# ---- mem_arbiter ----
**mem_arbiter: routing congestion**

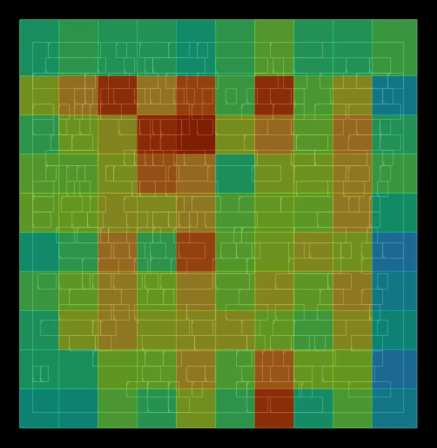

File: src/rtl/mem_arbiter.sv
// mem_arbiter: single-port memory sequencer shared by instruction fetch and load/store data.
// Ports: clock/reset (async active-low); if_* fetch request/response; d_* data request/response;
// mem_* registered memory strobe, address, store data, plus read data and busy from memory;
// owner reports the current/last grant (0 fetch, 1 data).
// Optional MEM_TIMEOUT_EN: aborts a WAIT after TIMEOUT busy cycles with an err pulse.
module mem_arbiter #(
  parameter int NBITS = 8,
  parameter int MAX_STREAK = 3,
  parameter int TIMEOUT = 15
) (
  input  logic             clock,
  input  logic             reset,
  input  logic             if_req,
  input  logic [NBITS-1:0] if_addr,
  output logic [NBITS-1:0] if_rdata,
  output logic             if_ready,
  output logic             if_err,
  input  logic             d_req,
  input  logic             d_we,
  input  logic [NBITS-1:0] d_addr,
  input  logic [NBITS-1:0] d_wdata,
  output logic [NBITS-1:0] d_rdata,
  output logic             d_ready,
  output logic             d_err,
  output logic             mem_en,
  output logic             mem_we,
  output logic [NBITS-1:0] mem_addr,
  output logic [NBITS-1:0] mem_wdata,
  input  logic [NBITS-1:0] mem_rdata,
  input  logic             mem_busy,
  output logic             owner
);
  typedef enum logic [1:0] {IDLE, ACCESS, WAIT, DONE} state_t;
  localparam int SW = $clog2(MAX_STREAK + 1);
  state_t state_q, state_d;
  logic [NBITS-1:0] mem_addr_q, mem_addr_d, mem_wdata_q, mem_wdata_d;
  logic [NBITS-1:0] if_rdata_q, if_rdata_d, d_rdata_q, d_rdata_d;
  logic mem_en_q, mem_en_d, mem_we_q, mem_we_d, we_q, we_d, owner_q, owner_d;
  logic if_ready_q, if_ready_d, d_ready_q, d_ready_d, if_err_q, if_err_d, d_err_q, d_err_d;
  logic [SW-1:0] streak_q, streak_d;
  logic pick_d, tmo;
  // data wins unless a waiting fetch has already watched MAX_STREAK data grants
  assign pick_d = d_req && !(if_req && streak_q == SW'(MAX_STREAK));
`ifdef MEM_TIMEOUT_EN
  localparam int TW = $clog2(TIMEOUT + 1);
  logic [TW-1:0] tcnt_q, tcnt_d;
  assign tcnt_d = (state_q == ACCESS) ? '0 : (state_q == WAIT && mem_busy) ? tcnt_q + 1'b1 : tcnt_q;
  // fires on the TIMEOUT-th consecutive busy WAIT cycle
  assign tmo = state_q == WAIT && mem_busy && tcnt_q == TW'(TIMEOUT - 1);
  always_ff @(posedge clock or negedge reset)
    if (!reset) tcnt_q <= '0;
    else tcnt_q <= tcnt_d;
`else
  assign tmo = TIMEOUT < 0;
`endif
  always_comb begin
    state_d = state_q;
    mem_addr_d = mem_addr_q;
    mem_wdata_d = mem_wdata_q;
    if_rdata_d = if_rdata_q;
    d_rdata_d = d_rdata_q;
    we_d = we_q;
    owner_d = owner_q;
    streak_d = streak_q;
    mem_en_d = 1'b0;
    mem_we_d = 1'b0;
    if_ready_d = 1'b0;
    d_ready_d = 1'b0;
    if_err_d = 1'b0;
    d_err_d = 1'b0;
    case (state_q)
      IDLE:
        if (if_req || d_req) begin
          state_d = ACCESS;
          owner_d = pick_d;
          mem_addr_d = pick_d ? d_addr : if_addr;
          mem_wdata_d = pick_d ? d_wdata : '0;
          we_d = pick_d && d_we;
          mem_en_d = 1'b1;
          mem_we_d = pick_d && d_we;
          streak_d = !pick_d ? '0 : (if_req && streak_q != SW'(MAX_STREAK)) ? streak_q + 1'b1 : streak_q;
        end
      ACCESS: state_d = WAIT;
      WAIT:
        if (!mem_busy) begin
          state_d = DONE;
          if_ready_d = !owner_q;
          d_ready_d = owner_q;
          if (!we_q) begin
            if (owner_q) d_rdata_d = mem_rdata;
            else if_rdata_d = mem_rdata;
          end
        end else if (tmo) begin
          state_d = DONE;
          if_err_d = !owner_q;
          d_err_d = owner_q;
          if (owner_q) d_rdata_d = '0;
          else if_rdata_d = '0;
        end
      default: state_d = IDLE;
    endcase
  end
  always_ff @(posedge clock or negedge reset) begin
    if (!reset) begin
      state_q <= IDLE;
      mem_addr_q <= '0;
      mem_wdata_q <= '0;
      if_rdata_q <= '0;
      d_rdata_q <= '0;
      we_q <= 1'b0;
      owner_q <= 1'b0;
      streak_q <= '0;
      mem_en_q <= 1'b0;
      mem_we_q <= 1'b0;
      if_ready_q <= 1'b0;
      d_ready_q <= 1'b0;
      if_err_q <= 1'b0;
      d_err_q <= 1'b0;
    end else begin
      state_q <= state_d;
      mem_addr_q <= mem_addr_d;
      mem_wdata_q <= mem_wdata_d;
      if_rdata_q <= if_rdata_d;
      d_rdata_q <= d_rdata_d;
      we_q <= we_d;
      owner_q <= owner_d;
      streak_q <= streak_d;
      mem_en_q <= mem_en_d;
      mem_we_q <= mem_we_d;
      if_ready_q <= if_ready_d;
      d_ready_q <= d_ready_d;
      if_err_q <= if_err_d;
      d_err_q <= d_err_d;
    end
  end
  assign if_rdata = if_rdata_q;
  assign if_ready = if_ready_q;
  assign if_err = if_err_q;
  assign d_rdata = d_rdata_q;
  assign d_ready = d_ready_q;
  assign d_err = d_err_q;
  assign mem_en = mem_en_q;
  assign mem_we = mem_we_q;
  assign mem_addr = mem_addr_q;
  assign mem_wdata = mem_wdata_q;
  assign owner = owner_q;
endmodule

File: config.mk
export PLATFORM = sky130hd
export DESIGN_NAME = mem_arbiter
export DESIGN_NICKNAME = d
export VERILOG_FILES = /design/src/rtl/mem_arbiter.sv
export SDC_FILE = /design/constraint.sdc
export NUM_CORES = 1
export LEC_CHECK = 0
export CAP_MARGIN = 0
export CORE_AREA = 2 2 68 70
export DETAILED_ROUTE_END_ITERATION = 6
export DIE_AREA = 0 0 70 72
export PLACE_DENSITY_LB_ADDON = 0.1
export REMOVE_ABC_BUFFERS = 1
export SETUP_SLACK_MARGIN = 0.4
export SYNTH_ARGS = -nofsm -noshare
export SYNTH_HDL_FRONTEND = slang
export SYNTH_SLANG_ARGS = --single-unit
File: constraint.sdc
create_clock -name clock -period 1.9 [get_ports clock]
set_input_delay 0.57 -clock clock [delete_from_list [all_inputs] [get_ports clock]]
set_output_delay 0.57 -clock clock [all_outputs]
set_load 0.01 [all_outputs]
# ---- pwm_slot_flat ----
--- src/rtl/pwm_slot_if.sv ---
// MMIO slot bundle between the AXI MMIO controller and a slot peripheral.
// The controller drives requests; the slot answers with done/idle/error.
interface pwm_slot_if;
    logic        chip_select;
    logic        read;
    logic        write;
    logic [7:0]  addr;
    logic [31:0] wr_data;
    logic [31:0] rd_data;
    logic        wr_done;
    logic        rd_done;
    logic        idle;
    logic        transaction_completed;
    logic        slave_error;
    logic        decode_error;

    modport master (
        output chip_select, read, write, addr, wr_data,
        output transaction_completed,
        input  rd_data, wr_done, rd_done, idle,
        input  slave_error, decode_error
    );

    modport slave (
        input  chip_select, read, write, addr, wr_data,
        input  transaction_completed,
        output rd_data, wr_done, rd_done, idle,
        output slave_error, decode_error
    );
endinterface

--- src/rtl/pwm_slot.sv ---
// Multi-channel PWM slot: shared prescaler and period counter,
// one duty register per channel, MMIO slot register access.
module pwm_slot #(
    parameter int NUM_CH     = 4,
    parameter int RES_BITS   = 8,
    parameter int DVSR_WIDTH = 16
) (
    input  logic              clk,
    input  logic              arst_n,
    pwm_slot_if.slave         bus,
    output logic [NUM_CH-1:0] pwm_out
);
    localparam logic [0:0] S_IDLE = 1'b0;
    localparam logic [0:0] S_DONE = 1'b1;

    logic [0:0]            state;
    logic                  en;
    logic                  clr;
    logic [DVSR_WIDTH-1:0] dvsr;
    logic [DVSR_WIDTH-1:0] presc;
    logic [RES_BITS-1:0]   cnt;
    logic [RES_BITS:0]     duty [NUM_CH];

    logic              is_ctrl;
    logic              is_dvsr;
    logic              is_status;
    logic [NUM_CH-1:0] duty_sel;
    logic              hit;
    logic [31:0]       rd_mux;

    assign bus.idle = (state == S_IDLE);

    always_comb begin
        duty_sel = '0;
        for (int i = 0; i < NUM_CH; i++)
            duty_sel[i] = (bus.addr == 8'(i + 2));
        is_ctrl   = (bus.addr == 8'h00);
        is_dvsr   = (bus.addr == 8'h01);
        is_status = (bus.addr == 8'h10);
        hit       = is_ctrl | is_dvsr | is_status | (|duty_sel);
    end

    always_comb begin
        rd_mux = '0;
        unique case (1'b1)
            is_ctrl:   rd_mux[0] = en;
            is_dvsr:   rd_mux[DVSR_WIDTH-1:0] = dvsr;
            is_status: rd_mux[RES_BITS-1:0] = cnt;
            |duty_sel: begin
                for (int i = 0; i < NUM_CH; i++)
                    if (duty_sel[i])
                        rd_mux[RES_BITS:0] = duty[i];
            end
            default: ;
        endcase
    end

    always_ff @(posedge clk) begin
        if (!arst_n) begin
            state            <= S_IDLE;
            bus.wr_done      <= 1'b0;
            bus.rd_done      <= 1'b0;
            bus.rd_data      <= '0;
            bus.slave_error  <= 1'b0;
            bus.decode_error <= 1'b0;
            en               <= 1'b0;
            clr              <= 1'b0;
            dvsr             <= '0;
            for (int i = 0; i < NUM_CH; i++)
                duty[i] <= '0;
        end else begin
            clr <= 1'b0;
            if (state == S_IDLE) begin
                if (bus.chip_select && (bus.read || bus.write)) begin
                    state <= S_DONE;
                    if (bus.read && bus.write) begin
                        bus.slave_error <= 1'b1;
                        bus.wr_done     <= 1'b1;
                    end else if (bus.read) begin
                        bus.rd_done      <= 1'b1;
                        bus.decode_error <= !hit;
                        bus.rd_data      <= rd_mux;
                    end else begin
                        bus.wr_done      <= 1'b1;
                        bus.decode_error <= !hit;
                        bus.slave_error  <= is_status;
                        if (is_ctrl) begin
                            en  <= bus.wr_data[0];
                            clr <= bus.wr_data[1];
                        end
                        if (is_dvsr)
                            dvsr <= bus.wr_data[DVSR_WIDTH-1:0];
                        for (int i = 0; i < NUM_CH; i++)
                            if (duty_sel[i])
                                duty[i] <= bus.wr_data[RES_BITS:0];
                    end
                end
            end else if (bus.transaction_completed) begin
                state            <= S_IDLE;
                bus.wr_done      <= 1'b0;
                bus.rd_done      <= 1'b0;
                bus.rd_data      <= '0;
                bus.slave_error  <= 1'b0;
                bus.decode_error <= 1'b0;
            end
        end
    end

    // >= rather than == so a DVSR shrink below presc cannot strand it
    always_ff @(posedge clk) begin
        if (!arst_n) begin
            presc   <= '0;
            cnt     <= '0;
            pwm_out <= '0;
        end else begin
            if (clr) begin
                presc <= '0;
                cnt   <= '0;
            end else if (en) begin
                if (presc >= dvsr) begin
                    presc <= '0;
                    cnt   <= cnt + 1'b1;
                end else begin
                    presc <= presc + 1'b1;
                end
            end
            for (int i = 0; i < NUM_CH; i++)
                pwm_out[i] <= en && ({1'b0, cnt} < duty[i]);
        end
    end
endmodule

--- src/flat_wrapper.sv ---
// flat-port wrapper written by rule: the top's interface ports become plain ports
module pwm_slot_flat 
#(
    parameter int NUM_CH     = 4,
    parameter int RES_BITS   = 8,
    parameter int DVSR_WIDTH = 16
)
  (clk, arst_n, pwm_out, bus_chip_select, bus_read, bus_write, bus_addr, bus_wr_data, bus_transaction_completed, bus_rd_data, bus_wr_done, bus_rd_done, bus_idle, bus_slave_error, bus_decode_error);
  pwm_slot_if bus_i ();
  input  logic clk;
  input  logic arst_n;
  output logic [NUM_CH-1:0] pwm_out;
  input wire logic [$bits(bus_i.chip_select)-1:0] bus_chip_select;
  input wire logic [$bits(bus_i.read)-1:0] bus_read;
  input wire logic [$bits(bus_i.write)-1:0] bus_write;
  input wire logic [$bits(bus_i.addr)-1:0] bus_addr;
  input wire logic [$bits(bus_i.wr_data)-1:0] bus_wr_data;
  input wire logic [$bits(bus_i.transaction_completed)-1:0] bus_transaction_completed;
  output wire logic [$bits(bus_i.rd_data)-1:0] bus_rd_data;
  output wire logic [$bits(bus_i.wr_done)-1:0] bus_wr_done;
  output wire logic [$bits(bus_i.rd_done)-1:0] bus_rd_done;
  output wire logic [$bits(bus_i.idle)-1:0] bus_idle;
  output wire logic [$bits(bus_i.slave_error)-1:0] bus_slave_error;
  output wire logic [$bits(bus_i.decode_error)-1:0] bus_decode_error;
  assign bus_i.chip_select = bus_chip_select;
  assign bus_i.read = bus_read;
  assign bus_i.write = bus_write;
  assign bus_i.addr = bus_addr;
  assign bus_i.wr_data = bus_wr_data;
  assign bus_i.transaction_completed = bus_transaction_completed;
  assign bus_rd_data = bus_i.rd_data;
  assign bus_wr_done = bus_i.wr_done;
  assign bus_rd_done = bus_i.rd_done;
  assign bus_idle = bus_i.idle;
  assign bus_slave_error = bus_i.slave_error;
  assign bus_decode_error = bus_i.decode_error;
  pwm_slot #(.NUM_CH(NUM_CH), .RES_BITS(RES_BITS), .DVSR_WIDTH(DVSR_WIDTH)) u_core (.clk(clk), .arst_n(arst_n), .bus(bus_i), .pwm_out(pwm_out));
endmodule
--- config.mk ---
export PLATFORM = sky130hd
export DESIGN_NAME = pwm_slot_flat
export DESIGN_NICKNAME = d
export VERILOG_FILES = /design/src/rtl/pwm_slot_if.sv /design/src/rtl/pwm_slot.sv /design/src/flat_wrapper.sv
export SDC_FILE = /design/constraint.sdc
export NUM_CORES = 1
export LEC_CHECK = 0
export ABC_AREA = 0
export CORE_UTILIZATION = 49
export DETAILED_ROUTE_END_ITERATION = 8
export GPL_TIMING_DRIVEN = 1
export HOLD_SLACK_MARGIN = 0.15
export MAX_ROUTING_LAYER = met4
export PLACE_DENSITY = 0.79
export SKIP_LAST_GASP = 1
export SLEW_MARGIN = 10
export SYNTH_ARGS = -nofsm -noshare
export SYNTH_HDL_FRONTEND = slang
export SYNTH_SLANG_ARGS = --single-unit
--- constraint.sdc ---
create_clock -name clk -period 2.1 [get_ports clk]
set_clock_uncertainty 0.05 [all_clocks]
set_input_delay 0.21 -clock clk [delete_from_list [all_inputs] [get_ports clk]]
set_output_delay 0.21 -clock clk [all_outputs]
set_load 0.01 [all_outputs]
# ---- pipeline_hazard_ctrl ----
[src/rtl/riscv_pipe_pkg.sv]
// Shared types for the 5-stage pipeline stall/flush control.
package riscv_pipe_pkg;

  typedef enum logic [1:0] {
    RUN      = 2'd0,
    MEM_WAIT = 2'd1,
    ERR      = 2'd2
  } pipe_state_e;

  // One bundle holds every stage-register enable and bubble-insert control.
  typedef struct packed {
    logic pc_en;
    logic if_id_en;
    logic id_ex_en;
    logic ex_mem_en;
    logic mem_wb_en;
    logic if_id_flush;
    logic id_ex_flush;
    logic mem_wb_flush;
  } stage_ctrl_t;

  // No event: every stage advances, no bubbles.
  localparam stage_ctrl_t CTRL_ADVANCE = '{
    pc_en: 1'b1, if_id_en: 1'b1, id_ex_en: 1'b1, ex_mem_en: 1'b1, mem_wb_en: 1'b1,
    if_id_flush: 1'b0, id_ex_flush: 1'b0, mem_wb_flush: 1'b0
  };

  // Reset / error: nothing moves, nothing is flushed.
  localparam stage_ctrl_t CTRL_IDLE = '0;

  // Memory stall: front end frozen, WB gets a bubble so no register is written twice.
  localparam stage_ctrl_t CTRL_MEM_STALL = '{
    pc_en: 1'b0, if_id_en: 1'b0, id_ex_en: 1'b0, ex_mem_en: 1'b0, mem_wb_en: 1'b1,
    if_id_flush: 1'b0, id_ex_flush: 1'b0, mem_wb_flush: 1'b1
  };

  // Load-use: hold PC and IF_ID, push a bubble into EX, back end keeps draining.
  localparam stage_ctrl_t CTRL_LOAD_USE = '{
    pc_en: 1'b0, if_id_en: 1'b0, id_ex_en: 1'b1, ex_mem_en: 1'b1, mem_wb_en: 1'b1,
    if_id_flush: 1'b0, id_ex_flush: 1'b1, mem_wb_flush: 1'b0
  };

  // Taken branch: PC takes the target, squash the two younger instructions.
  localparam stage_ctrl_t CTRL_BRANCH = '{
    pc_en: 1'b1, if_id_en: 1'b1, id_ex_en: 1'b1, ex_mem_en: 1'b1, mem_wb_en: 1'b1,
    if_id_flush: 1'b1, id_ex_flush: 1'b1, mem_wb_flush: 1'b0
  };

endpackage

[src/rtl/pipeline_hazard_ctrl_hazard_detect.sv]
// Combinational load-use comparator: load in EX feeding a source of the ID instruction.
module hazard_detect (
  input  logic       memread,
  input  logic [4:0] rd,
  input  logic [4:0] rs1,
  input  logic [4:0] rs2,
  input  logic       rs1_used,
  input  logic       rs2_used,
  output logic       hazard
);

  // x0 is never a real dependency, so rd==0 cannot cause a stall.
  always_comb begin
    hazard = memread && (rd != 5'd0) &&
             ((rs1_used && (rs1 == rd)) || (rs2_used && (rs2 == rd)));
  end

endmodule

[src/rtl/pipeline_hazard_ctrl.sv]
// Stall/flush sequencer for the 5-stage pipeline: memory wait FSM with timeout,
// branch squash, load-use bubble and a saturating stall-cycle counter.
module pipeline_hazard_ctrl
  import riscv_pipe_pkg::*;
#(
  parameter int MEM_TIMEOUT = 16,
  parameter int STALL_CNT_W = 32
) (
  input  logic                   clk,
  input  logic                   rst_n,
  input  logic                   ID_EX_memread,
  input  logic [4:0]             ID_EX_rd,
  input  logic [4:0]             IF_ID_rs1,
  input  logic [4:0]             IF_ID_rs2,
  input  logic                   rs1_used,
  input  logic                   rs2_used,
  input  logic                   branch_taken_EX,
  input  logic                   mem_req_MEM,
  input  logic                   mem_ack,
  output logic                   pc_en,
  output logic                   if_id_en,
  output logic                   id_ex_en,
  output logic                   ex_mem_en,
  output logic                   mem_wb_en,
  output logic                   if_id_flush,
  output logic                   id_ex_flush,
  output logic                   mem_wb_flush,
  output logic                   mem_busy,
  output logic                   bus_err,
  output logic [STALL_CNT_W-1:0] stall_cycles
);

  localparam int WC_W = $clog2(MEM_TIMEOUT + 1);
  localparam logic [WC_W-1:0] WC_LAST = WC_W'(MEM_TIMEOUT - 1);

  pipe_state_e     state;
  logic [WC_W-1:0] wait_cnt;
  stage_ctrl_t     ctrl;
  logic            load_use;
  logic            count_stall;

  hazard_detect u_hazard_detect (
    .memread  (ID_EX_memread),
    .rd       (ID_EX_rd),
    .rs1      (IF_ID_rs1),
    .rs2      (IF_ID_rs2),
    .rs1_used (rs1_used),
    .rs2_used (rs2_used),
    .hazard   (load_use)
  );

  // Output mux: memory stall > branch > load-use > advance; idle in reset and ERR.
  always_comb begin
    ctrl        = CTRL_ADVANCE;
    count_stall = 1'b0;
    if (!rst_n) begin
      ctrl = CTRL_IDLE;
    end else begin
      case (state)
        RUN: begin
          if (mem_req_MEM && !mem_ack) begin
            ctrl        = CTRL_MEM_STALL;
            count_stall = 1'b1;
          end else if (branch_taken_EX) begin
            ctrl = CTRL_BRANCH;
          end else if (load_use) begin
            ctrl        = CTRL_LOAD_USE;
            count_stall = 1'b1;
          end
        end
        MEM_WAIT: begin
          // A branch held in EX during the wait is only acted on once ack releases it.
          if (!mem_ack) begin
            ctrl        = CTRL_MEM_STALL;
            count_stall = 1'b1;
          end else if (branch_taken_EX) begin
            ctrl = CTRL_BRANCH;
          end else if (load_use) begin
            ctrl        = CTRL_LOAD_USE;
            count_stall = 1'b1;
          end
        end
        default: ctrl = CTRL_IDLE;
      endcase
    end
  end

  assign pc_en        = ctrl.pc_en;
  assign if_id_en     = ctrl.if_id_en;
  assign id_ex_en     = ctrl.id_ex_en;
  assign ex_mem_en    = ctrl.ex_mem_en;
  assign mem_wb_en    = ctrl.mem_wb_en;
  assign if_id_flush  = ctrl.if_id_flush;
  assign id_ex_flush  = ctrl.id_ex_flush;
  assign mem_wb_flush = ctrl.mem_wb_flush;
  assign mem_busy     = rst_n && (state == MEM_WAIT);

  // Memory-wait FSM with timeout, sticky error and saturating stall counter.
  always_ff @(posedge clk) begin
    if (!rst_n) begin
      state        <= RUN;
      wait_cnt     <= '0;
      bus_err      <= 1'b0;
      stall_cycles <= '0;
    end else begin
      if (count_stall && (stall_cycles != '1))
        stall_cycles <= stall_cycles + 1'b1;
      case (state)
        RUN: begin
          if (mem_req_MEM && !mem_ack) begin
            state    <= MEM_WAIT;
            wait_cnt <= WC_W'(1);
          end
        end
        MEM_WAIT: begin
          if (mem_ack) begin
            state    <= RUN;
            wait_cnt <= '0;
          end else if (wait_cnt == WC_LAST) begin
            state   <= ERR;
            bus_err <= 1'b1;
          end else begin
            wait_cnt <= wait_cnt + 1'b1;
          end
        end
        ERR: begin
          bus_err <= 1'b1;
        end
        default: begin
          state    <= RUN;
          wait_cnt <= '0;
        end
      endcase
    end
  end

endmodule

[config.mk]
export PLATFORM = sky130hd
export DESIGN_NAME = pipeline_hazard_ctrl
export DESIGN_NICKNAME = d
export VERILOG_FILES = /design/src/rtl/riscv_pipe_pkg.sv /design/src/rtl/pipeline_hazard_ctrl_hazard_detect.sv /design/src/rtl/pipeline_hazard_ctrl.sv
export SDC_FILE = /design/constraint.sdc
export NUM_CORES = 1
export LEC_CHECK = 0
export CAP_MARGIN = 40
export CELL_PAD_IN_SITES_DETAIL_PLACEMENT = 1
export CELL_PAD_IN_SITES_GLOBAL_PLACEMENT = 2
export CORE_MARGIN = 5
export CORE_UTILIZATION = 29
export CTS_CLUSTER_SIZE = 12
export DETAILED_ROUTE_END_ITERATION = 12
export PLACE_DENSITY_LB_ADDON = 0.1
export SLEW_MARGIN = 40
export SYNTH_ARGS = -nofsm -noshare
export SYNTH_HDL_FRONTEND = slang
export SYNTH_SLANG_ARGS = --single-unit
[constraint.sdc]
create_clock -name clk -period 3.05 [get_ports clk]
set_input_delay 0.61 -clock clk [delete_from_list [all_inputs] [get_ports clk]]
set_output_delay 0.61 -clock clk [all_outputs]
set_load 0.005 [all_outputs]
**pipeline_hazard_ctrl: routing congestion**

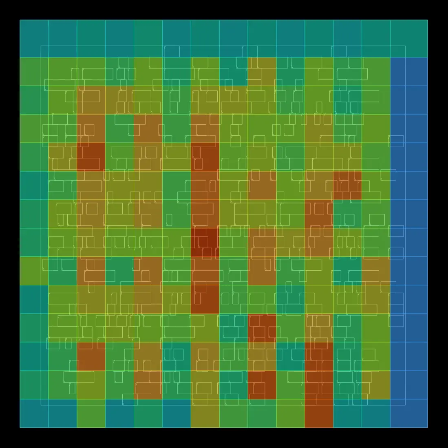
met2 Resource Use GR: 0.243
Top Usage Layer GRT: met2
post-layout util: 0.415
GR Util met3: 0.0248

==> results.py, pipeline_hazard_ctrl <==
# Flow results
metrics = {
    "routing": {
        "num_vias": 2364,
        "wl_met2_um": 3460,
        "wl_met3_um": 180,
        "ant_nets": 0,
        "routed.top_layer": "met4",
        "post-route-drc-count": 0,
    },
    "critical_path": {
        "cp-endpoint": "id_ex_flush",
        "path_buffers": 2,
        "r2r_slack_ns": 0.75,
        "worst-r2r-cell-count": 8,
        "crit_slowest_cell": "or4_4",
        "path_depth": 5,
        "timing.rr.start": "state[0]$_SDFFE_PN0P_",
    },
    "yosys": {
        "topCombFamilyByArea": "simple AND/OR/NAND/NOR gates",
        "ys_sh_simple": 0.331,
    },
    "clock_tree": {
        "clock_latency_ns": 0.30,
        "clk_pin_slew_ns": 0.08,
        "h-tree-depth": 2,
    },
    "finish": {
        "flop_area_um2": 801,
        "largest_cell_class": "multi-input combinational cells",
        "final_nets": 375,
        "comb_share": 0.430,
    },
    "sta": {
        "tns_ns": 0,
        "finalMaxSlewViolations": 0,
        "fin_hold_ws_ns": 0.489,
    },
    "status": {
        "status": "completed",
    },
    "min_path": {
        "hold_path_end": "wait_cnt[1]$_SDFFE_PN0P_",
    },
    "power": {
        "p_sw_uw": 259,
    },
    "flow_run": {
        "tool_warnings": 26,
    },
    "floorplan": {
        "tap_cells": 102,
    },
}
**mem_arbiter: wire density map**

Scale bar: 20 um. 14 x 14 tiles, from black (low) to pale yellow (high), scaled to the fullest tile. Values are wire area over tile area, all layers added.
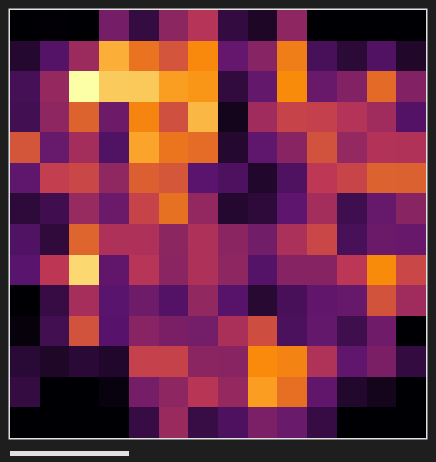
nearly empty tiles: 10%
mean over tiles: 0.13
tiles over half the peak: 24%
fullest tile: 0.38
total number of vias: 1409
Routed Wire Length: 4150 um

Notes on 'routing congestion' of mem_arbiter above:
GRT Total Usage: 0.176
GR Util met1: 0.219
met2 Resource Use GR: 0.293

==> results.py, mem_arbiter <==
# Flow results
metrics = {
    "yosys": {
        "yosys-top-cells-count": "dfrtp_1 (42), a21oi_1 (16), mux2_2 (16), nand2_1 (11), nor2_1 (11)",
        "synthFlopType": "dfrtp_1",
        "topCombFamilyByArea": "AND-OR/OR-AND gates",
    },
    "clock_tree": {
        "cts_buffer_depth": 2,
        "cts_tree": "built",
    },
    "placed_design": {
        "place_area_um2": 2620,
        "dp_slack_ns": -0.0589,
    },
    "critical_path": {
        "cp-startpoint": "mem_addr[4]$_DFFE_PN0P_",
        "crit_slowest_cell": "dfrtp_1",
        "path_depth": 1,
    },
    "floorplan": {
        "fp.dieH_um": 72,
        "dieArea_um2": 5040,
    },
    "sta": {
        "fin_crit_sh": 0.777,
        "rsz0062_at_grt": "true",
    },
    "power": {
        "p_sw_uw": 1360,
        "p_seq_frac": 0.393,
        "power_leader": "combinational cells",
        "finalPower_uw": 3920,
    },
    "global_route": {
        "global_route.overflow_total": 0,
    },
    "routing": {
        "wl_met3_um": 251,
        "wl_per_cell_um": 14.6,
        "met1_length_um": 1740,
        "routed.top_layer": "met4",
        "post-route-drc-count": 0,
    },
    "finish": {
        "instances_no_fill": 285,
    },
    "status": {
        "status": "completed",
    },
}
**pwm_slot_flat: routing congestion**

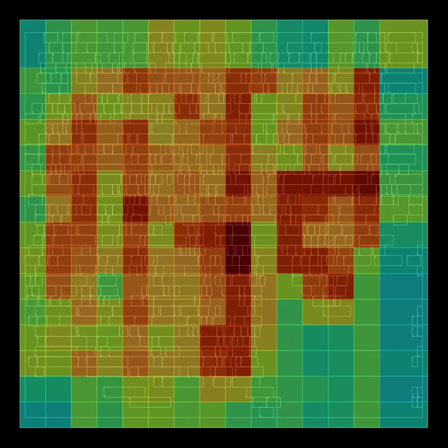
GR Util met3: 0.0640
GRT Total Usage: 0.290
met2 Resource Use GR: 0.460
GR Util met1: 0.367

==> results.py, pwm_slot_flat <==
# Flow results
metrics = {
    "status": {
        "status": "finished with violations",
        "violations": "negative setup slack",
    },
    "clock_tree": {
        "clock_latency_ns": 0.36,
    },
    "finish": {
        "final_nets": 843,
        "largest_reg_flops": 36,
        "flops": 103,
        "final_common_cell": "buf_4",
    },
    "yosys": {
        "yosys.area.top_type": "dfxtp_1",
    },
    "placed_design": {
        "dp_slack_ns": -0.368,
    },
    "min_path": {
        "min-delay-start": "bus_wr_data[14]",
        "hold_path.class": "primary input to flop",
    },
    "routing": {
        "post-route-drc-count": 0,
        "wl_met2_um": 7800,
    },
    "sta": {
        "tightest_slew_ns": 0.804,
        "setup_viol_count_final": 20,
        "setup_slack_ns": -0.103,
    },
    "power": {
        "power_leader": "registers",
    },
}

# ---- reg_share_arb ----
### config.mk
export PLATFORM = sky130hd
export DESIGN_NAME = reg_share_arb
export DESIGN_NICKNAME = d
export VERILOG_FILES = /design/src/rtl/reg_share_arb.sv
export SDC_FILE = /design/constraint.sdc
export NUM_CORES = 1
export LEC_CHECK = 0
export CORE_AREA = 2 2 86 88
export DETAILED_ROUTE_END_ITERATION = 12
export DIE_AREA = 0 0 88 90
export PLACE_DENSITY = 0.91
export SYNTH_ARGS = -nofsm -noshare
export SYNTH_HDL_FRONTEND = slang
export SYNTH_SLANG_ARGS = --single-unit
### constraint.sdc
create_clock -name clk -period 2.22 [get_ports clk]
set_input_delay 0.444 -clock clk [delete_from_list [all_inputs] [get_ports clk]]
set_output_delay 0.444 -clock clk [all_outputs]
set_load 0.01 [all_outputs]
### src/rtl/reg_share_arb.sv
// reg_share_arb: round-robin arbiter in front of one shared DWIDTH holding
// register. Each cycle at most one requester wins a combinational one-hot
// grant, and its data is captured into the shared register at the next edge.
// Optional owner lock/burst support is enabled by defining the macro
// REG_SHARE_ARB_LOCK_EN. When it is undefined, lock_i is ignored.
module reg_share_arb #(
  parameter  int NREQ   = 4,
  parameter  int DWIDTH = 32,
  localparam int IDW    = $clog2(NREQ)
) (
  input  logic                   clk,
  input  logic                   rst,
  input  logic [NREQ-1:0]        req_i,
  input  logic [NREQ*DWIDTH-1:0] data_i,
  input  logic [NREQ-1:0]        lock_i,
  output logic [NREQ-1:0]        gnt_o,
  output logic [DWIDTH-1:0]      out_o,
  output logic                   out_valid_o,
  output logic [IDW-1:0]         owner_o
);

  logic [IDW-1:0]    ptr_q, ptr_d;
  logic [IDW-1:0]    owner_q, owner_d;
  logic [DWIDTH-1:0] out_q, out_d;
  logic              valid_q, valid_d;

  logic              rr_valid;
  logic [IDW-1:0]    rr_idx;
  logic              lock_hit;
  logic              win_valid;
  logic [IDW-1:0]    win_idx;
  logic [IDW:0]      idx_wide;

`ifdef REG_SHARE_ARB_LOCK_EN
  // The current owner keeps the register while it holds both request and lock.
  assign lock_hit = req_i[owner_q] & lock_i[owner_q];
`else
  logic unused_lock;
  assign unused_lock = ^lock_i;
  assign lock_hit    = 1'b0;
`endif

  // Round-robin search: first requester at or after ptr, wrapping modulo NREQ.
  always_comb begin
    // NOTE: every combinational output gets a default first so no path infers a latch.
    rr_valid = 1'b0;
    rr_idx   = '0;
    idx_wide = '0;
    for (int i = 0; i < NREQ; i++) begin
      idx_wide = {1'b0, ptr_q} + (IDW+1)'(i);
      if (idx_wide >= (IDW+1)'(NREQ)) idx_wide = idx_wide - (IDW+1)'(NREQ);
      if (!rr_valid && req_i[idx_wide[IDW-1:0]]) begin
        rr_valid = 1'b1;
        rr_idx   = idx_wide[IDW-1:0];
      end
    end
  end

  // Final winner selection. A lock overrides the pointer, and the grant is one-hot.
  always_comb begin
    win_valid = rr_valid | lock_hit;
    win_idx   = lock_hit ? owner_q : rr_idx;
    gnt_o     = win_valid ? (NREQ'(1) << win_idx) : '0;
  end

  // Next-state logic for the shared register, its owner and the priority pointer.
  always_comb begin
    out_d   = out_q;
    owner_d = owner_q;
    ptr_d   = ptr_q;
    valid_d = win_valid;
    if (win_valid) begin
      out_d   = data_i[win_idx*DWIDTH +: DWIDTH];
      owner_d = win_idx;
      if (!lock_hit) begin
        // Explicit wrap, so non-power-of-two NREQ works.
        ptr_d = (win_idx == IDW'(NREQ-1)) ? '0 : win_idx + 1'b1;
      end
    end
  end

  // State registers. A synchronous reset overrides any capture.
  always_ff @(posedge clk) begin
    // NOTE: sequential state uses non-blocking assignment so every register samples pre-edge values.
    if (rst) begin
      out_q   <= '0;
      owner_q <= '0;
      ptr_q   <= '0;
      valid_q <= 1'b0;
    end else begin
      out_q   <= out_d;
      owner_q <= owner_d;
      ptr_q   <= ptr_d;
      valid_q <= valid_d;
    end
  end

  assign out_o       = out_q;
  assign out_valid_o = valid_q;
  assign owner_o     = owner_q;

endmodule

# ---- bcd_count_sequencer ----
**src/rtl/bcd_seq_pkg.sv**
```systemverilog
// Shared types and bit positions for the 3-digit BCD count sequencer.
package bcd_seq_pkg;

    typedef enum logic [1:0] {
        S_IDLE  = 2'b00,
        S_RUN   = 2'b01,
        S_PAUSE = 2'b10
    } state_t;

    typedef logic [3:0] bcd_t;

    localparam int SW_RUN = 0;
    localparam int SW_DIR = 1;
    localparam int SW_CLR = 2;
    localparam int SW_FRZ = 3;

    localparam int LED_RUN   = 0;
    localparam int LED_DIR   = 1;
    localparam int LED_WRAP  = 2;
    localparam int LED_ACK   = 3;
    localparam int LED_ST_LO = 4;
    localparam int LED_ST_HI = 5;
    localparam int LED_HB    = 6;
    localparam int LED_FRZ   = 7;

endpackage

```
**src/rtl/bcd_digit_cell.sv**
```systemverilog
// One BCD digit with up/down stepping; cells chain through carry/borrow.
module bcd_digit_cell
    import bcd_seq_pkg::*;
(
    input  logic       clk,
    input  logic       rst_n,
    input  logic       clr,
    input  logic       step,
    input  logic       down,
    input  logic       cin,
    output logic [3:0] digit,
    output logic       cout
);

    bcd_t digit_q;

    always_ff @(posedge clk or negedge rst_n) begin
        if (!rst_n) begin
            digit_q <= '0;
        end else if (clr) begin
            digit_q <= '0;
        end else if (step && cin) begin
            if (down) begin
                digit_q <= (digit_q == 4'd0) ? 4'd9 : digit_q - 4'd1;
            end else begin
                digit_q <= (digit_q == 4'd9) ? 4'd0 : digit_q + 4'd1;
            end
        end
    end

    // Carry (up) or borrow (down) ripples only when this digit rolls over.
    assign cout  = cin & (down ? (digit_q == 4'd0) : (digit_q == 4'd9));
    assign digit = digit_q;

endmodule

```
**src/rtl/bcd_count_sequencer.sv**
```systemverilog
// Switch-driven 3-digit BCD up/down counter with snapshot handshake and status LEDs.
module bcd_count_sequencer
    import bcd_seq_pkg::*;
#(
    parameter int TICK_DIV    = 5_000_000,
    parameter int SYNC_STAGES = 2
) (
    input  logic       clk_clk,
    input  logic       reset_reset_n,
    input  logic [3:0] switcher_i,
    input  logic       snap_req_i,
    output logic       snap_ack_o,
    output logic [3:0] unites_o,
    output logic [3:0] dizaines_o,
    output logic [3:0] centaines_o,
    output logic       wrap_o,
    output logic [7:0] led_o
);

    localparam int PW = (TICK_DIV > 1) ? $clog2(TICK_DIV) : 1;

    logic [1:0]                  rst_sync;
    logic                        rst_n;
    logic [SYNC_STAGES-1:0][3:0] sync_q;
    logic [3:0]                  sw;
    logic                        run, dir, frz, clr_edge, clr_prev;
    logic [PW-1:0]               presc_q;
    logic                        presc_last, tick, step;
    state_t                      state_q, state_d;
    bcd_t                        units_d, tens_d, hund_d;
    logic                        c0, c1, c2, wrap_evt;
    logic                        wrap_q, sticky_q, hb_q, req_q, ack_q, hold;

    // Reset asserts asynchronously but is released in step with the clock.
    always_ff @(posedge clk_clk or negedge reset_reset_n) begin
        if (!reset_reset_n) begin
            rst_sync <= 2'b00;
        end else begin
            rst_sync <= {rst_sync[0], 1'b1};
        end
    end
    assign rst_n = rst_sync[1];

    always_ff @(posedge clk_clk or negedge rst_n) begin
        if (!rst_n) begin
            sync_q   <= '0;
            clr_prev <= 1'b0;
        end else begin
            sync_q   <= {sync_q[SYNC_STAGES-2:0], switcher_i};
            clr_prev <= sw[SW_CLR];
        end
    end

    assign sw       = sync_q[SYNC_STAGES-1];
    assign run      = sw[SW_RUN];
    assign dir      = sw[SW_DIR];
    assign frz      = sw[SW_FRZ];
    assign clr_edge = sw[SW_CLR] & ~clr_prev;

    assign presc_last = (presc_q == PW'(TICK_DIV - 1));
    assign tick       = (state_q == S_RUN) && presc_last;
    assign step       = tick & ~clr_edge;

    // Prescaler is frozen outside S_RUN so a pause keeps the tick phase.
    always_ff @(posedge clk_clk or negedge rst_n) begin
        if (!rst_n) begin
            presc_q <= '0;
        end else if (clr_edge) begin
            presc_q <= '0;
        end else if (state_q == S_RUN) begin
            presc_q <= presc_last ? '0 : presc_q + 1'b1;
        end
    end

    always_ff @(posedge clk_clk or negedge rst_n) begin
        if (!rst_n) begin
            state_q <= S_IDLE;
        end else begin
            state_q <= state_d;
        end
    end

    always_comb begin
        state_d = state_q;
        if (clr_edge) begin
            state_d = run ? S_RUN : S_IDLE;
        end else begin
            case (state_q)
                S_IDLE:  if (run)  state_d = S_RUN;
                S_RUN:   if (!run) state_d = S_PAUSE;
                S_PAUSE: if (run)  state_d = S_RUN;
                default: state_d = S_IDLE;
            endcase
        end
    end

    bcd_digit_cell u_unites (
        .clk(clk_clk), .rst_n(rst_n), .clr(clr_edge), .step(step), .down(dir),
        .cin(1'b1), .digit(units_d), .cout(c0)
    );
    bcd_digit_cell u_dizaines (
        .clk(clk_clk), .rst_n(rst_n), .clr(clr_edge), .step(step), .down(dir),
        .cin(c0), .digit(tens_d), .cout(c1)
    );
    bcd_digit_cell u_centaines (
        .clk(clk_clk), .rst_n(rst_n), .clr(clr_edge), .step(step), .down(dir),
        .cin(c1), .digit(hund_d), .cout(c2)
    );

    assign wrap_evt = step & c2;

    always_ff @(posedge clk_clk or negedge rst_n) begin
        if (!rst_n) begin
            wrap_q   <= 1'b0;
            sticky_q <= 1'b0;
            hb_q     <= 1'b0;
        end else begin
            wrap_q   <= wrap_evt;
            sticky_q <= clr_edge ? 1'b0 : (sticky_q | wrap_evt);
            hb_q     <= hb_q ^ tick;
        end
    end

    // req_q also holds the outputs on the cycle before ack rises, so the
    // snapshot keeps the value loaded on the request edge.
    assign hold = frz | req_q | ack_q;

    always_ff @(posedge clk_clk or negedge rst_n) begin
        if (!rst_n) begin
            req_q       <= 1'b0;
            ack_q       <= 1'b0;
            unites_o    <= '0;
            dizaines_o  <= '0;
            centaines_o <= '0;
        end else begin
            req_q <= snap_req_i;
            ack_q <= req_q & snap_req_i;
            if (!hold) begin
                unites_o    <= units_d;
                dizaines_o  <= tens_d;
                centaines_o <= hund_d;
            end
        end
    end

    assign snap_ack_o = ack_q;
    assign wrap_o     = wrap_q;

    always_comb begin
        led_o                       = '0;
        led_o[LED_RUN]              = (state_q == S_RUN);
        led_o[LED_DIR]              = dir;
        led_o[LED_WRAP]             = sticky_q;
        led_o[LED_ACK]              = ack_q;
        led_o[LED_ST_HI:LED_ST_LO]  = state_q;
        led_o[LED_HB]               = hb_q;
        led_o[LED_FRZ]              = frz;
    end

endmodule

```
**config.mk**
```make
export PLATFORM = sky130hd
export DESIGN_NAME = bcd_count_sequencer
export DESIGN_NICKNAME = d
export VERILOG_FILES = /design/src/rtl/bcd_seq_pkg.sv /design/src/rtl/bcd_digit_cell.sv /design/src/rtl/bcd_count_sequencer.sv
export SDC_FILE = /design/constraint.sdc
export NUM_CORES = 1
export LEC_CHECK = 0
export ABC_AREA = 1
export CAP_MARGIN = 20
export CORE_UTILIZATION = 60
export DETAILED_ROUTE_END_ITERATION = 16
export PLACE_DENSITY_LB_ADDON = 0.05
export SYNTH_ARGS = -nofsm -noshare
export SYNTH_HDL_FRONTEND = slang
export SYNTH_HIERARCHICAL = 1
export SYNTH_SLANG_ARGS = --single-unit
export TNS_END_PERCENT = 10
```
**constraint.sdc**
```tcl
create_clock -name clk_clk -period 6.7 [get_ports clk_clk]
set_clock_uncertainty 0.2 [all_clocks]
set_input_delay 1.34 -clock clk_clk [delete_from_list [all_inputs] [get_ports clk_clk]]
set_output_delay 1.34 -clock clk_clk [all_outputs]
set_load 0.1 [all_outputs]
```
# ---- alu_exec_unit ----
`config.mk`:
```
export PLATFORM = sky130hd
export DESIGN_NAME = alu_exec_unit
export DESIGN_NICKNAME = d
export VERILOG_FILES = /design/src/rtl/alu_exec_unit.sv
export SDC_FILE = /design/constraint.sdc
export NUM_CORES = 2
export LEC_CHECK = 0
export ABC_CLOCK_PERIOD_IN_PS = 11000
export CAP_MARGIN = 20
export CORE_ASPECT_RATIO = 0.9
export CORE_MARGIN = 2
export CORE_UTILIZATION = 63
export DETAILED_ROUTE_END_ITERATION = 10
export PLACE_DENSITY = 0.82
export SYNTH_ARGS = -nofsm -noshare
export SYNTH_HDL_FRONTEND = slang
export SYNTH_SLANG_ARGS = --single-unit
```
`constraint.sdc`:
```
create_clock -name clk -period 11 [get_ports clk]
set_input_delay 2.2 -clock clk [delete_from_list [all_inputs] [get_ports clk]]
set_output_delay 2.2 -clock clk [all_outputs]
set_load 0.01 [all_outputs]
```
`src/rtl/alu_exec_unit.sv`:
```
// ALU execution unit: one registered operand stage feeding an in-order result FIFO.
// Latency 2 cycles from accept to out_valid; in_ready credits registered occupancy only.
// Backpressure: results queue in the FIFO; the operand stage holds its result only while the FIFO is full.
module alu_exec_unit #(
    parameter int WIDTH = 32,
    parameter int DEPTH = 4
) (
    input  logic             clk,
    input  logic             rst_n,
    input  logic             in_valid,
    output logic             in_ready,
    input  logic [WIDTH-1:0] in_1,
    input  logic [WIDTH-1:0] in_2,
    input  logic [2:0]       op,
    output logic             out_valid,
    input  logic             out_ready,
    output logic [WIDTH-1:0] out_res,
    output logic             out_carry,
    output logic             out_zero
);
    localparam int FD = DEPTH - 1;
    localparam int PW = (FD > 1) ? $clog2(FD) : 1;
    localparam int CW = $clog2(DEPTH + 1);

    typedef struct packed {
        logic [WIDTH-1:0] res;
        logic             carry;
        logic             zero;
    } res_t;

    logic             live_q;
    logic             stg_vld_q, stg_vld_d;
    logic [WIDTH-1:0] a_q, b_q;
    logic [2:0]       op_q;
    res_t             mem_q [FD];
    logic [PW-1:0]    wr_ptr_q, rd_ptr_q;
    logic [CW-1:0]    cnt_q, cnt_d;
    logic [CW-1:0]    occ;
    logic             fifo_full, push, pop, accept;
    logic [WIDTH:0]   sum, diff;
    res_t             calc, head;

    function automatic logic [PW-1:0] ptr_nxt(input logic [PW-1:0] p);
        return (p == PW'(FD - 1)) ? '0 : p + 1'b1;
    endfunction

    // live_q keeps in_ready low until the first clock after reset release.
    assign occ       = cnt_q + CW'(stg_vld_q);
    assign in_ready  = live_q && (occ < CW'(DEPTH));
    assign accept    = in_valid && in_ready;
    assign fifo_full = (cnt_q == CW'(FD));
    assign out_valid = (cnt_q != '0);
    assign pop       = out_valid && out_ready;
    assign push      = stg_vld_q && (!fifo_full || pop);

    assign head      = mem_q[rd_ptr_q];
    assign out_res   = out_valid ? head.res   : '0;
    assign out_carry = out_valid ? head.carry : 1'b0;
    assign out_zero  = out_valid ? head.zero  : 1'b0;

    always_comb begin
        sum  = {1'b0, a_q} + {1'b0, b_q};
        diff = {1'b0, a_q} - {1'b0, b_q};
        calc = '0;
        case (op_q)
            3'b000: begin
                calc.res   = sum[WIDTH-1:0];
                calc.carry = sum[WIDTH];
            end
            3'b001: begin
                calc.res   = diff[WIDTH-1:0];
                calc.carry = diff[WIDTH];
            end
            3'b010: calc.res = a_q & b_q;
            3'b011: calc.res = a_q | b_q;
            3'b100: calc.res = a_q ^ b_q;
            3'b101: calc.res = a_q << b_q[4:0];
            3'b110: calc.res = a_q >> b_q[4:0];
            default: calc.res = a_q * b_q;
        endcase
        calc.zero = (calc.res == '0);
    end

    always_comb begin
        stg_vld_d = accept || (stg_vld_q && !push);
        cnt_d     = cnt_q;
        if (push && !pop) begin
            cnt_d = cnt_q + 1'b1;
        end else if (pop && !push) begin
            cnt_d = cnt_q - 1'b1;
        end
    end

    always_ff @(posedge clk or negedge rst_n) begin
        if (!rst_n) begin
            live_q    <= 1'b0;
            stg_vld_q <= 1'b0;
            a_q       <= '0;
            b_q       <= '0;
            op_q      <= '0;
            wr_ptr_q  <= '0;
            rd_ptr_q  <= '0;
            cnt_q     <= '0;
        end else begin
            live_q    <= 1'b1;
            stg_vld_q <= stg_vld_d;
            cnt_q     <= cnt_d;
            if (accept) begin
                a_q  <= in_1;
                b_q  <= in_2;
                op_q <= op;
            end
            if (push) begin
                wr_ptr_q <= ptr_nxt(wr_ptr_q);
            end
            if (pop) begin
                rd_ptr_q <= ptr_nxt(rd_ptr_q);
            end
        end
    end

    always_ff @(posedge clk) begin
        if (push) begin
            mem_q[wr_ptr_q] <= calc;
        end
    end
endmodule

```

==> gallery <==
Logic cells by family.
picture 1
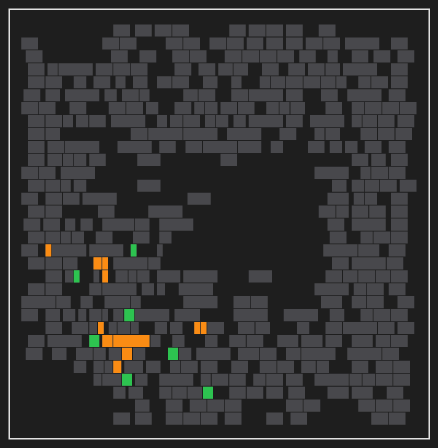
picture 2
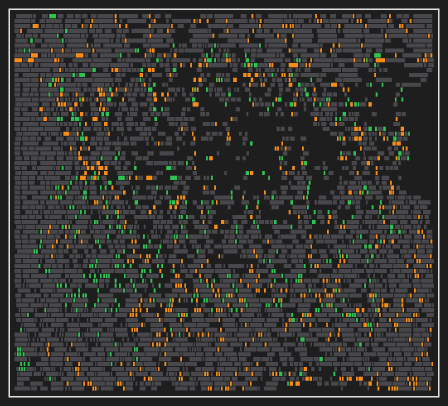
picture 3
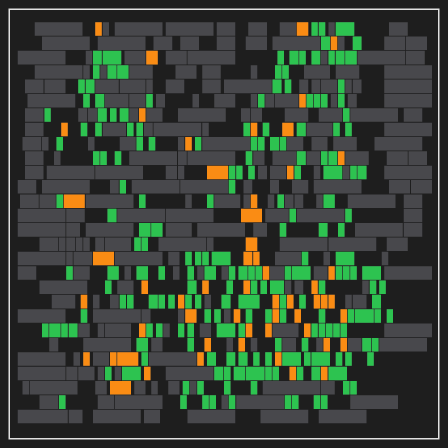
The one with the most cells is picture 2.
alu_exec_unit: picture 2
bcd_count_sequencer: picture 3
reg_share_arb: picture 1

**bcd_count_sequencer: where the registers sit**

Scale bar: 20 um. Other sequential cells in the stronger gray, the rest of the logic in the fainter gray.
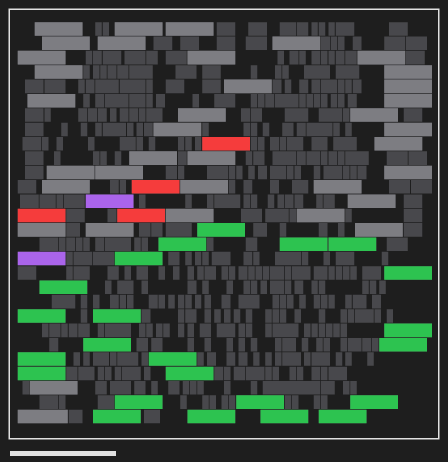
| color | netlist name | flops |
|---|---|---|
| purple | `state_q` | 2 |
| green | `presc_q` | 23 |
FF+latch area: 1630 um^2
Seq/total area: 0.384

==> results.py, bcd_count_sequencer <==
# Flow results
metrics = {
    "sta": {
        "tightest_slew_ns": 0.991,
    },
    "finish": {
        "combGateArea_um2": 1850,
        "final_common_cell": "nand2_1",
    },
    "yosys": {
        "ys_area_um2": 3750,
        "yosys-top-cells-count": "nand2_1 (140), dfrtp_1 (65), inv_1 (48), nor2_1 (43), nand3_1 (31)",
        "netlist_area_um2": 3750,
        "yosys.area.top_type": "dfrtp_1",
        "synthFlopType": "dfrtp_1",
    },
    "clock_tree": {
        "cts_tree": "built",
        "h-tree-depth": 3,
    },
    "routing": {
        "ant_nets": 0,
        "wl_met3_um": 292,
        "met1_length_um": 3760,
        "post-route-drc-count": 0,
    },
    "placed_design": {
        "io_buffers": 28,
    },
    "global_route": {
        "grt_max_degree": 64,
    },
    "critical_path": {
        "max_stage_delay_ns": 1.15,
        "r2r_end": "u_unites/digit[0]$_DFFE_PN0P_",
        "critPathTopFamily": "buffers and inverters",
    },
    "status": {
        "status": "completed",
    },
}
**alu_exec_unit: where the registers sit**

Scale bar: 50 um. Other sequential cells in the stronger gray, the rest of the logic in the fainter gray.
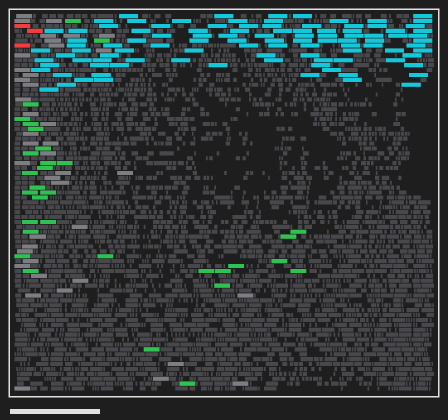
| color | netlist name | flops |
|---|---|---|
| cyan | `mem_q` | 102 |
| red | `cnt_q` | 3 |
| green | `a_q` | 32 |
FF+latch area: 4970 um^2

**alu_exec_unit: routing congestion**

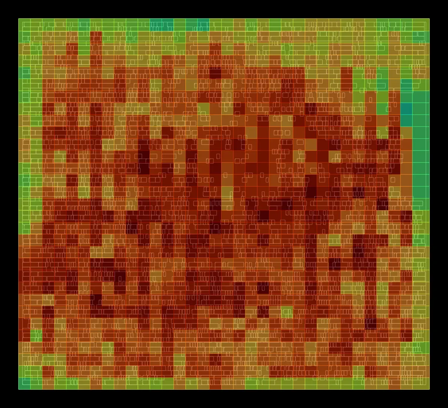
Top Usage Layer GRT: met2
GR Util met1: 0.671
GRT Total Usage: 0.526
met2 Resource Use GR: 0.708

==> results.py, alu_exec_unit <==
# Flow results
metrics = {
    "placed_design": {
        "place_area_um2": 32600,
    },
    "routing": {
        "wl_met3_um": 22300,
        "wl_per_cell_um": 31.8,
        "drt_wl_total_um": 132000,
    },
    "clock_tree": {
        "cts_buffer_depth": 2,
        "clk_pin_slew_ns": 0.09,
        "numCtsBuffers": 17,
    },
    "global_route": {
        "grt_util_met3": 0.239,
        "global_route.overflow_total": 0,
    },
    "status": {
        "status": "completed",
    },
    "sta": {
        "rsz0062_at_grt": "false",
        "setup_slack_ns": 0.745,
    },
    "yosys": {
        "syn_inst": 3500,
    },
    "finish": {
        "final_common_cell": "nor2_1",
    },
}
**reg_share_arb: routing congestion**

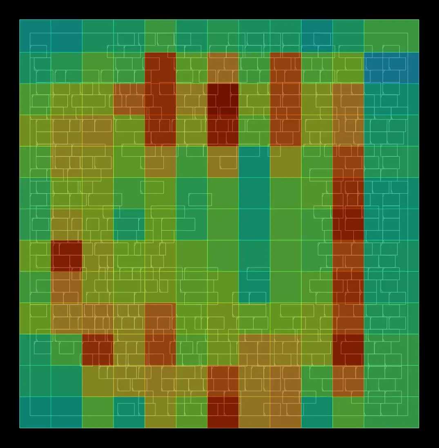
GR Util met1: 0.230
DR WL/cell: 16.3 um
GRT Total Usage: 0.203

==> results.py, reg_share_arb <==
# Flow results
metrics = {
    "critical_path": {
        "cp.required_ns": 1.78,
        "crit_fanout": 8,
    },
    "global_route": {
        "grt_pass1_wl_um": 12800,
        "global_route.overflow_total": 0,
        "grt_pass1_vias": 2703,
    },
    "yosys": {
        "netlist_area_um2": 2310,
        "ys_sh_adder": 0,
        "ys_seq_frac": 0.321,
    },
    "finish": {
        "nNonClkBuffers": 194,
        "combGateArea_um2": 1390,
    },
    "sta": {
        "maxSlewHeadroom": 0.736,
        "tns_ns": 0,
    },
    "status": {
        "status": "completed",
    },
    "placed_design": {
        "dp_hpwl_um": 6530,
        "dp_slack_ns": -0.461,
    },
    "clock_tree": {
        "h-tree-depth": 2,
    },
}


==> layout pictures side by side <==
Cells colored by class.
(a)
Scale bar: 20 um.
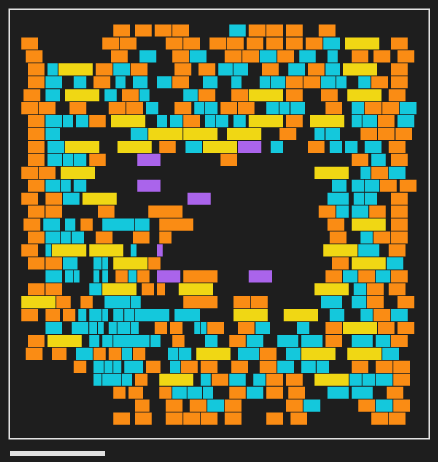
(b)
Scale bar: 50 um.
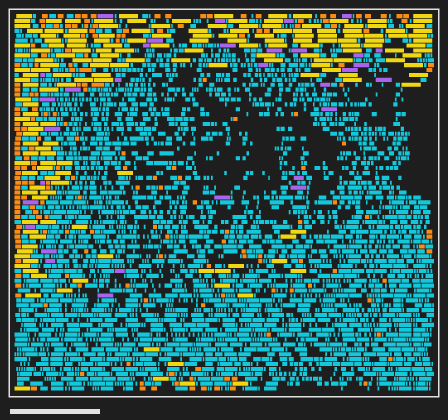
(c)
Scale bar: 20 um.
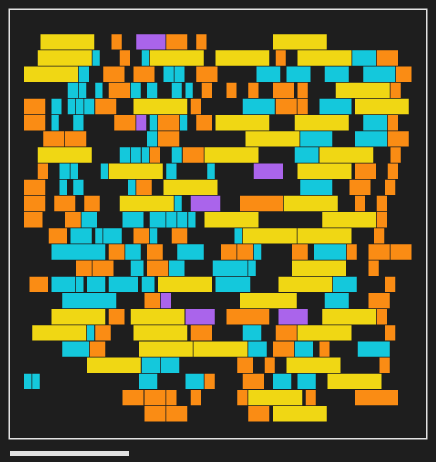
(d)
Scale bar: 20 um.
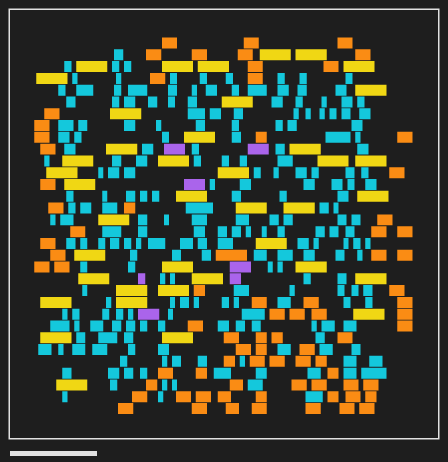
(e)
Scale bar: 20 um.
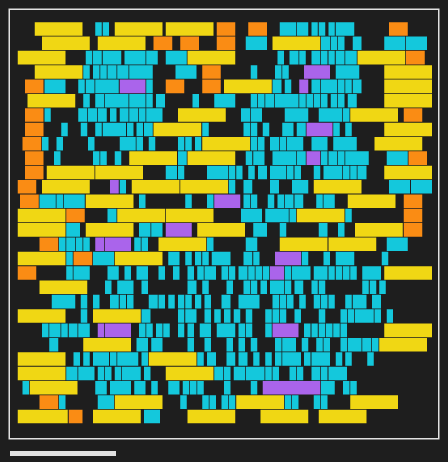
(f)
Scale bar: 20 um.
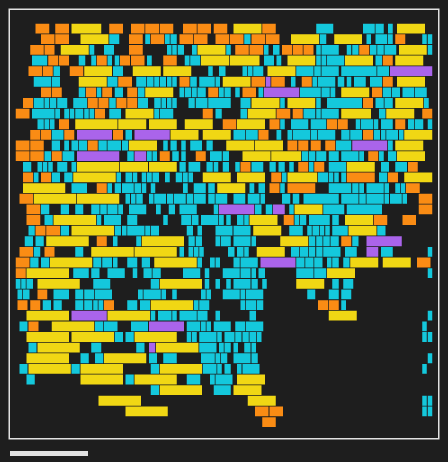
- most sequential cells: (b)
- alu_exec_unit = (b)
- bcd_count_sequencer = (e)
- mem_arbiter = (c)
- pipeline_hazard_ctrl = (d)
- reg_share_arb = (a)
- pwm_slot_flat = (f)

Power is estimated from default activity; no workload was simulated.
